=== sdram_to_uart ===
Fig. 1: sdram_to_uart, wires at chosen ports, followed through buffers
Scale: 4 px per um.
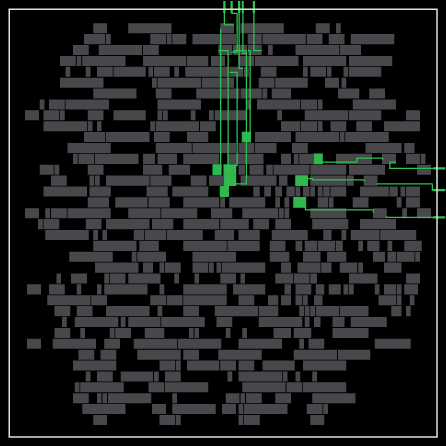

`config.mk`:
```
export PLATFORM = sky130hd
export DESIGN_NAME = sdram_to_uart
export DESIGN_NICKNAME = d
export VERILOG_FILES = /design/src/rtl/sdram_uart_pkg.sv /design/src/rtl/resp_fifo.sv /design/src/rtl/sdram_to_uart.sv
export SDC_FILE = /design/constraint.sdc
export NUM_CORES = 1
export LEC_CHECK = 0
export CAP_MARGIN = 20
export CORE_UTILIZATION = 45
export DETAILED_ROUTE_END_ITERATION = 16
export GPL_TIMING_DRIVEN = 0
export PLACE_DENSITY = 0.68
export SYNTH_ARGS = -nofsm -noshare
export SYNTH_HDL_FRONTEND = slang
export SYNTH_HIERARCHICAL = 1
export SYNTH_SLANG_ARGS = --single-unit
```
`constraint.sdc`:
```
create_clock -name CLK -period 6.8 [get_ports CLK]
set_input_delay 1.02 -clock CLK [delete_from_list [all_inputs] [get_ports CLK]]
set_output_delay 1.02 -clock CLK [all_outputs]
set_load 0.1 [all_outputs]
```
`src/rtl/sdram_uart_pkg.sv`:
```
// Constants and types shared by the SDRAM/UART bridge and the command parser.
package sdram_uart_pkg;

    localparam logic [7:0] R = 8'h52;
    localparam logic [7:0] W = 8'h57;
    localparam logic [7:0] D = 8'h44;
    localparam logic [7:0] K = 8'h4B;

    localparam int unsigned DATA_W = 16;
    localparam int unsigned ADDR_W = 24;

    typedef enum logic {
        RESP_WRITE = 1'b0,
        RESP_READ  = 1'b1
    } resp_type_e;

    typedef struct packed {
        resp_type_e          typ;
        logic [DATA_W-1:0]   data;
    } resp_t;

    typedef enum logic [1:0] {
        IDLE,
        SEND_HDR,
        SEND_HI,
        SEND_LO
    } send_state_e;

endpackage

```
`src/rtl/resp_fifo.sv`:
```
// Response FIFO: two pushes (a before b) and one pop per cycle; acceptance uses pre-pop occupancy.
module resp_fifo
    import sdram_uart_pkg::*;
#(
    parameter int unsigned DEPTH = 4
) (
    input  logic  CLK,
    input  logic  RST,
    input  logic  push_a,
    input  resp_t data_a,
    input  logic  push_b,
    input  resp_t data_b,
    input  logic  pop,
    output resp_t head_c,
    output logic  empty_c,
    output logic  drop_c
);

    localparam int unsigned PW = (DEPTH > 1) ? $clog2(DEPTH) : 1;
    localparam int unsigned CW = $clog2(DEPTH + 1);

    resp_t          mem [DEPTH];
    logic [PW-1:0]  wr_ptr_q;
    logic [PW-1:0]  rd_ptr_q;
    logic [PW-1:0]  b_ptr;
    logic [CW-1:0]  count_q;
    logic [CW-1:0]  free;
    logic           acc_a;
    logic           acc_b;
    logic           pop_ok;

    // A lone free slot goes to push_a; push_b then needs a second one.
    always_comb begin
        free    = CW'(DEPTH) - count_q;
        acc_a   = push_a && (free != '0);
        acc_b   = push_b && (free > CW'(acc_a));
        pop_ok  = pop && (count_q != '0);
        b_ptr   = acc_a ? PW'(wr_ptr_q + PW'(1)) : wr_ptr_q;
        drop_c  = (push_a && !acc_a) || (push_b && !acc_b);
        empty_c = (count_q == '0);
        head_c  = mem[rd_ptr_q];
    end

    always_ff @(posedge CLK) begin
        if (acc_a) mem[wr_ptr_q] <= data_a;
        if (acc_b) mem[b_ptr]    <= data_b;
    end

    always_ff @(posedge CLK or posedge RST) begin
        if (RST) begin
            wr_ptr_q <= '0;
            rd_ptr_q <= '0;
            count_q  <= '0;
        end else begin
            wr_ptr_q <= PW'(wr_ptr_q + PW'(acc_a) + PW'(acc_b));
            rd_ptr_q <= PW'(rd_ptr_q + PW'(pop_ok));
            count_q  <= CW'(count_q + CW'(acc_a) + CW'(acc_b) - CW'(pop_ok));
        end
    end

endmodule

```
`src/rtl/sdram_to_uart.sv`:
```
// Turns SDRAM read/write completions into UART byte responses: 'D' hi lo for reads, 'K' for writes.
module sdram_to_uart
    import sdram_uart_pkg::*;
#(
    parameter int unsigned width = 8,
    parameter int unsigned DEPTH = 4
) (
    input  logic              CLK,
    input  logic              RST,
    input  logic [DATA_W-1:0] rd_data,
    input  logic              rd_stb,
    input  logic              wt_done,
    output logic [width-1:0]  o_data,
    output logic              o_stb,
    input  logic              o_ack,
    input  logic              clr_ovf,
    output logic              overflow,
    output logic              busy
);

    send_state_e state_q;
    send_state_e state_d;
    resp_t       hold_q;
    resp_t       hold_d;
    resp_t       rd_resp;
    resp_t       wt_resp;
    resp_t       head;
    logic        fifo_empty;
    logic        drop;
    logic        pop;

    always_comb begin
        rd_resp = '{typ: RESP_READ,  data: rd_data};
        wt_resp = '{typ: RESP_WRITE, data: '0};
    end

    resp_fifo #(
        .DEPTH (DEPTH)
    ) u_fifo (
        .CLK     (CLK),
        .RST     (RST),
        .push_a  (rd_stb),
        .data_a  (rd_resp),
        .push_b  (wt_done),
        .data_b  (wt_resp),
        .pop     (pop),
        .head_c  (head),
        .empty_c (fifo_empty),
        .drop_c  (drop)
    );

    always_ff @(posedge CLK or posedge RST) begin
        if (RST) begin
            state_q <= IDLE;
            hold_q  <= '0;
        end else begin
            state_q <= state_d;
            hold_q  <= hold_d;
        end
    end

    // Sender: o_stb/o_data decode straight from the registered state and holding register.
    always_comb begin
        state_d = state_q;
        hold_d  = hold_q;
        pop     = 1'b0;
        o_stb   = 1'b0;
        o_data  = '0;
        case (state_q)
            IDLE: begin
                if (!fifo_empty) begin
                    pop     = 1'b1;
                    hold_d  = head;
                    state_d = SEND_HDR;
                end
            end
            SEND_HDR: begin
                o_stb  = 1'b1;
                o_data = (hold_q.typ == RESP_READ) ? width'(D) : width'(K);
                if (o_ack) state_d = (hold_q.typ == RESP_READ) ? SEND_HI : IDLE;
            end
            SEND_HI: begin
                o_stb  = 1'b1;
                o_data = width'(hold_q.data[15:8]);
                if (o_ack) state_d = SEND_LO;
            end
            SEND_LO: begin
                o_stb  = 1'b1;
                o_data = width'(hold_q.data[7:0]);
                if (o_ack) state_d = IDLE;
            end
            default: state_d = IDLE;
        endcase
    end

    // Sticky overflow; a drop in the same cycle beats a clear.
    always_ff @(posedge CLK or posedge RST) begin
        if (RST) begin
            overflow <= 1'b0;
        end else if (drop) begin
            overflow <= 1'b1;
        end else if (clr_ovf) begin
            overflow <= 1'b0;
        end
    end

    assign busy = !fifo_empty || (state_q != IDLE);

endmodule

```
=== fetch_prefetch_queue ===
==> config.mk <==
export PLATFORM = sky130hd
export DESIGN_NAME = fetch_prefetch_queue
export DESIGN_NICKNAME = d
export VERILOG_FILES = /design/src/rtl/fetch_prefetch_queue.sv
export SDC_FILE = /design/constraint.sdc
export NUM_CORES = 1
export LEC_CHECK = 0
export ABC_CLOCK_PERIOD_IN_PS = 7500
export CAP_MARGIN = 20
export CORE_ASPECT_RATIO = 0.7
export CORE_MARGIN = 2
export CORE_UTILIZATION = 60
export DETAILED_ROUTE_END_ITERATION = 6
export HOLD_SLACK_MARGIN = 0.06
export MAX_ROUTING_LAYER = met4
export PLACE_DENSITY = 0.84
export SYNTH_ARGS = -nofsm -noshare
export SYNTH_HDL_FRONTEND = slang
export SYNTH_SLANG_ARGS = --single-unit
==> constraint.sdc <==
create_clock -name clk -period 7.5 [get_ports clk]
set_input_delay 0.75 -clock clk [delete_from_list [all_inputs] [get_ports clk]]
set_output_delay 0.75 -clock clk [all_outputs]
set_load 0.005 [all_outputs]
==> src/rtl/fetch_prefetch_queue.sv <==
// Instruction fetch stage: owns the fetch PC, keeps one memory request in flight and
// queues returned words with their PCs for decode. Define FETCH_STATS_EN to add the
// stall/redirect/dropped-response counters.
module fetch_prefetch_queue #(
  parameter int unsigned DEPTH    = 4,
  parameter logic [31:0] RESET_PC = 32'h0
) (
  input  logic        clk,
  input  logic        rst_n,
  output logic        imem_req,
  output logic [31:0] imem_addr,
  input  logic        imem_rsp_valid,
  input  logic [31:0] imem_rsp_data,
  input  logic        redirect,
  input  logic [31:0] redirect_pc,
  output logic        instr_valid,
  output logic [31:0] instruction,
  output logic [31:0] instr_pc,
  input  logic        instr_ready
`ifdef FETCH_STATS_EN
  ,
  output logic [31:0] stall_cycles,
  output logic [31:0] redirects,
  output logic [31:0] dropped_rsp
`endif
);

  localparam int PW = $clog2(DEPTH);
  localparam int CW = PW + 1;
  localparam logic [CW-1:0] FULL_CNT = CW'(DEPTH);

  typedef enum logic [1:0] {
    IDLE,
    WAIT,
    DROP
  } state_t;

  state_t        state_reg, state_next;
  logic [31:0]   fetch_pc_reg, fetch_pc_next;
  logic [31:0]   pend_pc_reg;
  logic [PW-1:0] rd_ptr_reg, wr_ptr_reg;
  logic [CW-1:0] count_reg;
  logic [31:0]   last_instr_reg, last_pc_reg;
  logic [31:0]   data_mem [DEPTH];
  logic [31:0]   pc_mem   [DEPTH];

  logic full, issue, push, pop;

  assign full = (count_reg == FULL_CNT);

  always_comb begin
    state_next    = state_reg;
    fetch_pc_next = fetch_pc_reg;
    issue         = 1'b0;
    push          = 1'b0;
    case (state_reg)
      IDLE: begin
        if (!redirect && !full) begin
          issue      = 1'b1;
          state_next = WAIT;
        end
      end
      WAIT: begin
        if (imem_rsp_valid) begin
          state_next = IDLE;
          push       = !redirect;
        end else if (redirect) begin
          state_next = DROP;
        end
      end
      DROP: begin
        if (imem_rsp_valid) begin
          state_next = IDLE;
        end
      end
      default: state_next = IDLE;
    endcase
    if (redirect) begin
      fetch_pc_next = redirect_pc;
    end else if (issue) begin
      fetch_pc_next = fetch_pc_reg + 32'd4;
    end
  end

  // The state register idles in IDLE while reset is held, so gate the strobe explicitly.
  assign imem_req  = issue & rst_n;
  assign imem_addr = fetch_pc_reg;

  assign instr_valid = (count_reg != '0);
  assign pop         = instr_valid && instr_ready && !redirect;

  // Head comes straight from storage; the last shown entry is held once the queue drains.
  assign instruction = instr_valid ? data_mem[rd_ptr_reg] : last_instr_reg;
  assign instr_pc    = instr_valid ? pc_mem[rd_ptr_reg]   : last_pc_reg;

  always_ff @(posedge clk or negedge rst_n) begin
    if (!rst_n) begin
      state_reg      <= IDLE;
      fetch_pc_reg   <= RESET_PC;
      pend_pc_reg    <= RESET_PC;
      rd_ptr_reg     <= '0;
      wr_ptr_reg     <= '0;
      count_reg      <= '0;
      last_instr_reg <= '0;
      last_pc_reg    <= '0;
    end else begin
      state_reg    <= state_next;
      fetch_pc_reg <= fetch_pc_next;
      if (issue) begin
        pend_pc_reg <= fetch_pc_reg;
      end
      if (redirect) begin
        rd_ptr_reg <= '0;
        wr_ptr_reg <= '0;
        count_reg  <= '0;
      end else begin
        if (push) begin
          wr_ptr_reg <= wr_ptr_reg + PW'(1);
        end
        if (pop) begin
          rd_ptr_reg <= rd_ptr_reg + PW'(1);
        end
        case ({push, pop})
          2'b10:   count_reg <= count_reg + CW'(1);
          2'b01:   count_reg <= count_reg - CW'(1);
          default: count_reg <= count_reg;
        endcase
      end
      if (instr_valid) begin
        last_instr_reg <= data_mem[rd_ptr_reg];
        last_pc_reg    <= pc_mem[rd_ptr_reg];
      end
    end
  end

  always_ff @(posedge clk) begin
    if (push) begin
      data_mem[wr_ptr_reg] <= imem_rsp_data;
      pc_mem[wr_ptr_reg]   <= pend_pc_reg;
    end
  end

`ifdef FETCH_STATS_EN
  logic stall_hit, drop_hit;

  assign stall_hit = (state_reg == IDLE) && full && !redirect;
  assign drop_hit  = imem_rsp_valid &&
                     ((state_reg == DROP) || ((state_reg == WAIT) && redirect));

  always_ff @(posedge clk or negedge rst_n) begin
    if (!rst_n) begin
      stall_cycles <= '0;
      redirects    <= '0;
      dropped_rsp  <= '0;
    end else begin
      if (stall_hit && (stall_cycles != '1)) begin
        stall_cycles <= stall_cycles + 32'd1;
      end
      if (redirect && (redirects != '1)) begin
        redirects <= redirects + 32'd1;
      end
      if (drop_hit && (dropped_rsp != '1)) begin
        dropped_rsp <= dropped_rsp + 32'd1;
      end
    end
  end
`endif

endmodule

Fig. 2: fetch_prefetch_queue, wires at chosen ports, followed through buffers
Scale: 2 px per um.
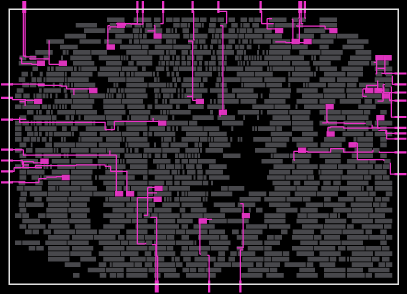
[magenta] instr_pc | bits: 32 | direction: output | edge: 11 top, 10 right, 7 left, 4 bottom | end cells: 32 | buffers: 32 | wire: 1230 um

==> summary.txt, fetch_prefetch_queue <==
Summary of the current implementation state.

- For reference, simple AND, OR, NAND and NOR cells occupy 6.795% of the area reported after synthesis.
- Checking max transition, the worst relative margin is 30.05%.
- Nets still carrying antenna violations after routing amount to 0.
- The non-clock inverters instantiated in the layout total 7.
- Of all nets on the critical path, the largest fanout is 37.
- Recorded from the global router log, the overflow total was 0.
- The final layout contains 1114 nets.
- The routing layer with the top usage in global route is met2, for reference.
- The fraction of met1 tracks used by global routing is 36.22%, for reference.
- The classification of the worst-slack hold path is in2async, for reference.
- The mapped netlist covers 0.01512 mm^2.
- The flow ran to the end, and the final reports show no timing, DRC or antenna violations.
- Post-route period utilization is reported as 56.69%.
- The overall global routing resource usage is 25.32%, for reference.
- For this run, design rule violations remaining after detail routing come to 0.
- Derived from the worst setup path, the maximum achievable clock frequency is 235.2 MHz.
- The count of pins on the block boundary is 167, for reference.
- The share of the core area taken by cells at floorplan is 61.24%.
- Summed over all instances, the cell type with the most area after synthesis is sky130_fd_sc_hd__edfxtp_1.
- Looking at the area split, the leading class of cells is registers.
- Per the layout report, the design carries 53 clock buffers.
- As logged by OpenROAD, the buffers inserted on ports number 166.
- The clock tree buffer depth is 3, for reference.
- For this run, the final setup violation count is recorded as 0.
[fetch_prefetch_queue: synthesized netlist by cell type, types with 4 or more instances]
master	count
sky130_fd_sc_hd__mux2_2	66
sky130_fd_sc_hd__ha_1	5
sky130_fd_sc_hd__o211ai_1	14
sky130_fd_sc_hd__mux4_2	64
sky130_fd_sc_hd__nand3_1	25
sky130_fd_sc_hd__nor2_1	19
sky130_fd_sc_hd__nand4_1	12
sky130_fd_sc_hd__dfrtp_1	137
sky130_fd_sc_hd__or3_1	4
sky130_fd_sc_hd__clkbuf_1	16
sky130_fd_sc_hd__o311ai_1	9
sky130_fd_sc_hd__buf_2	18
sky130_fd_sc_hd__nor3_1	4
sky130_fd_sc_hd__inv_1	7
sky130_fd_sc_hd__edfxtp_1	256
sky130_fd_sc_hd__buf_1	6
sky130_fd_sc_hd__a21oi_1	7
sky130_fd_sc_hd__and2_1	9
sky130_fd_sc_hd__o21ai_0	12
sky130_fd_sc_hd__a21o_1	4
sky130_fd_sc_hd__nand2_1	130
sky130_fd_sc_hd__and3_1	6
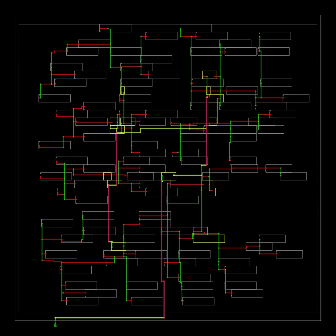
Fig. 3. The clock network (sdram_to_uart).
worst clock skew on the final layout: 9.249 ps
Clock group: 370 uW
seq_cells: 95
Layout clock buffers: 9
source-to-sink clock delay at the later pin of the worst-skew pair: 350 ps

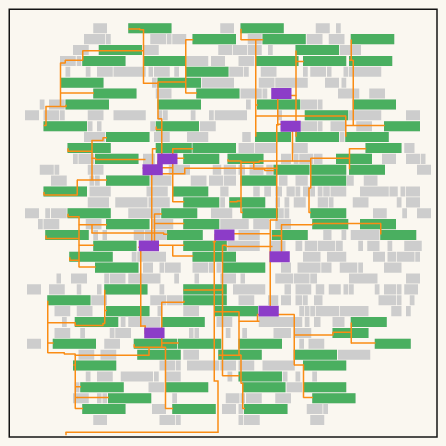
Fig. 4. Clock distribution (sdram_to_uart).
Scale: 4 px per um.
[green] flip-flops | count: 95
[orange] clock wires | length: 1100 um
[purple] clock-net drivers | count: 9
routed clock nets: 10

About Fig. 1:
[green] o_data | bits: 8 | direction: output | edge: 5 top, 3 right | end cells: 8 | buffers: 8 | wire: 311 um
buffers added on ports: 32
number of placed I/O pins: 33

==> summary.txt, sdram_to_uart <==
Summary of the current implementation state.

- Hold analysis shows the worst path with a depth of 1.
- The most instantiated library cell after synthesis is sky130_fd_sc_hd__edfxtp_1, for reference.
- The total detailed-routing wirelength is 9.566 mm, for reference.
- Leaving out fill and tap cells, the most frequent cell in the layout is sky130_fd_sc_hd__conb_1.
- Per the CTS log, the root buffer master is sky130_fd_sc_hd__clkbuf_8.
- The mean routed wirelength per cell is 17.21 um, for reference.
- Per the OpenROAD floorplan log, the area of the core is 0.01046 mm^2.
- The run finished with clean final reports.
- The cell type contributing the most total cell area after synthesis is sky130_fd_sc_hd__edfxtp_1, for reference.
- From bottom edge to top edge, the die measures 106.6 um.
- The slew at the pin closest to its max-slew limit is 978.8 ps, for reference.
- The share of final-layout standard cells stronger than drive strength 1 is 32.62%, for reference.
- The TritonCTS clock tree is built, for reference.
- Setup repair after global routing left no endpoint under its margin.
- The post-synth tally of flip-flops with integrated enable is 68, for reference.
- The hold path endpoint is overflow, for reference.
==> sdram_to_uart: metal layers <==
| metal | GRT usage (%) | vias up | wire (um) |
|---|---|---|---|
| li1 | - | 1301 | - |
| met2 | 30.92 | 54 | 4757 |
| met5 | 0 | - | 0 |
| met1 | 24.41 | 1385 | 4232 |
| met3 | 2.675 | 15 | 352 |
| met4 | 8.415 | 0 | 223 |
==> sdram_to_uart: power by group <==
group | switching, uW | total, uW | internal (uW)
clock network | 199 | 370 | 171
logic | 863 | 1480 | 622
registers | 99.3 | 1040 | 946
total | 1160 | 2900 | 1740
==> sdram_to_uart: final cells by class <==
| cell class | count | area [um^2] |
|---|---|---|
| Tap cell | 136 | 170.2 |
| Inverter | 16 | 62.56 |
| Fill cell | 895 | 4592 |
| Timing Repair Buffer | 32 | 320.3 |
| Buffer | 13 | 108.9 |
| Multi-Input combinational cell | 248 | 2295 |
| Clock buffer | 9 | 123.9 |
| Sequential cell | 95 | 2718 |
| Clock inverter | 7 | 72.57 |

## Gallery

Cell classes on the final placement.
(a)
Scale: 4 px per um. Fill, decap, tap and diode cells in grey.
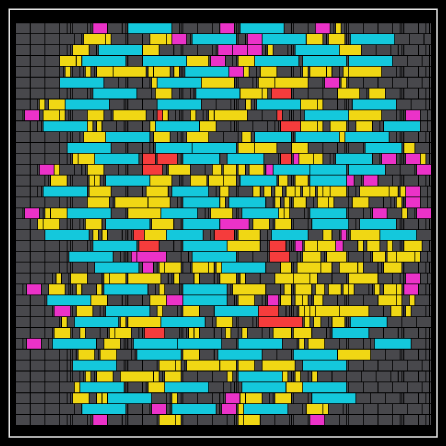
(b)
Scale: 2 px per um. Fill, decap, tap and diode cells in grey.
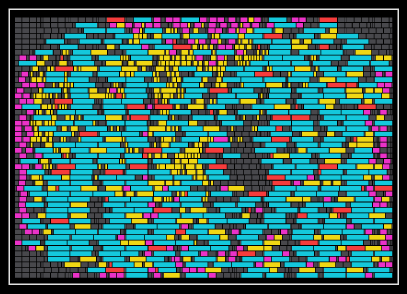
The one with the largest die is (b).
The one with the highest utilization is (b).
(b) comes from fetch_prefetch_queue.
(a) comes from sdram_to_uart.

Key to (a):
[magenta] remaining buffers and delay cells | cells: 45
[yellow] remaining logic cells | cells: 264
[cyan] registers | cells: 95
[red] clock drivers and dummy loads | cells: 16



==> screenshots <==
M2 wires.
panel A
Scale: 4 px per um. Cells faint in the background.
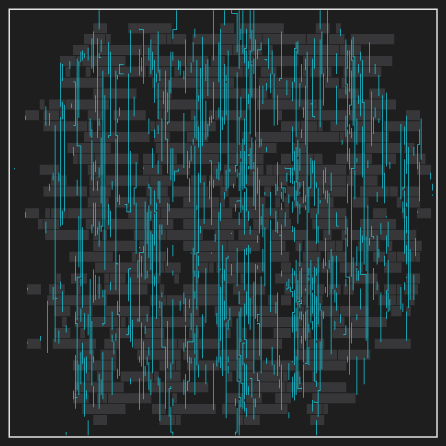
panel B
Scale: 2 px per um. Cells faint in the background.
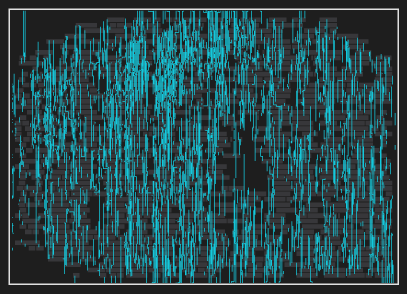
For sdram_to_uart, see panel A.
For fetch_prefetch_queue, see panel B.
The one with the largest die is panel B.

No activity file was given, so power comes from the tool's default toggle rates.
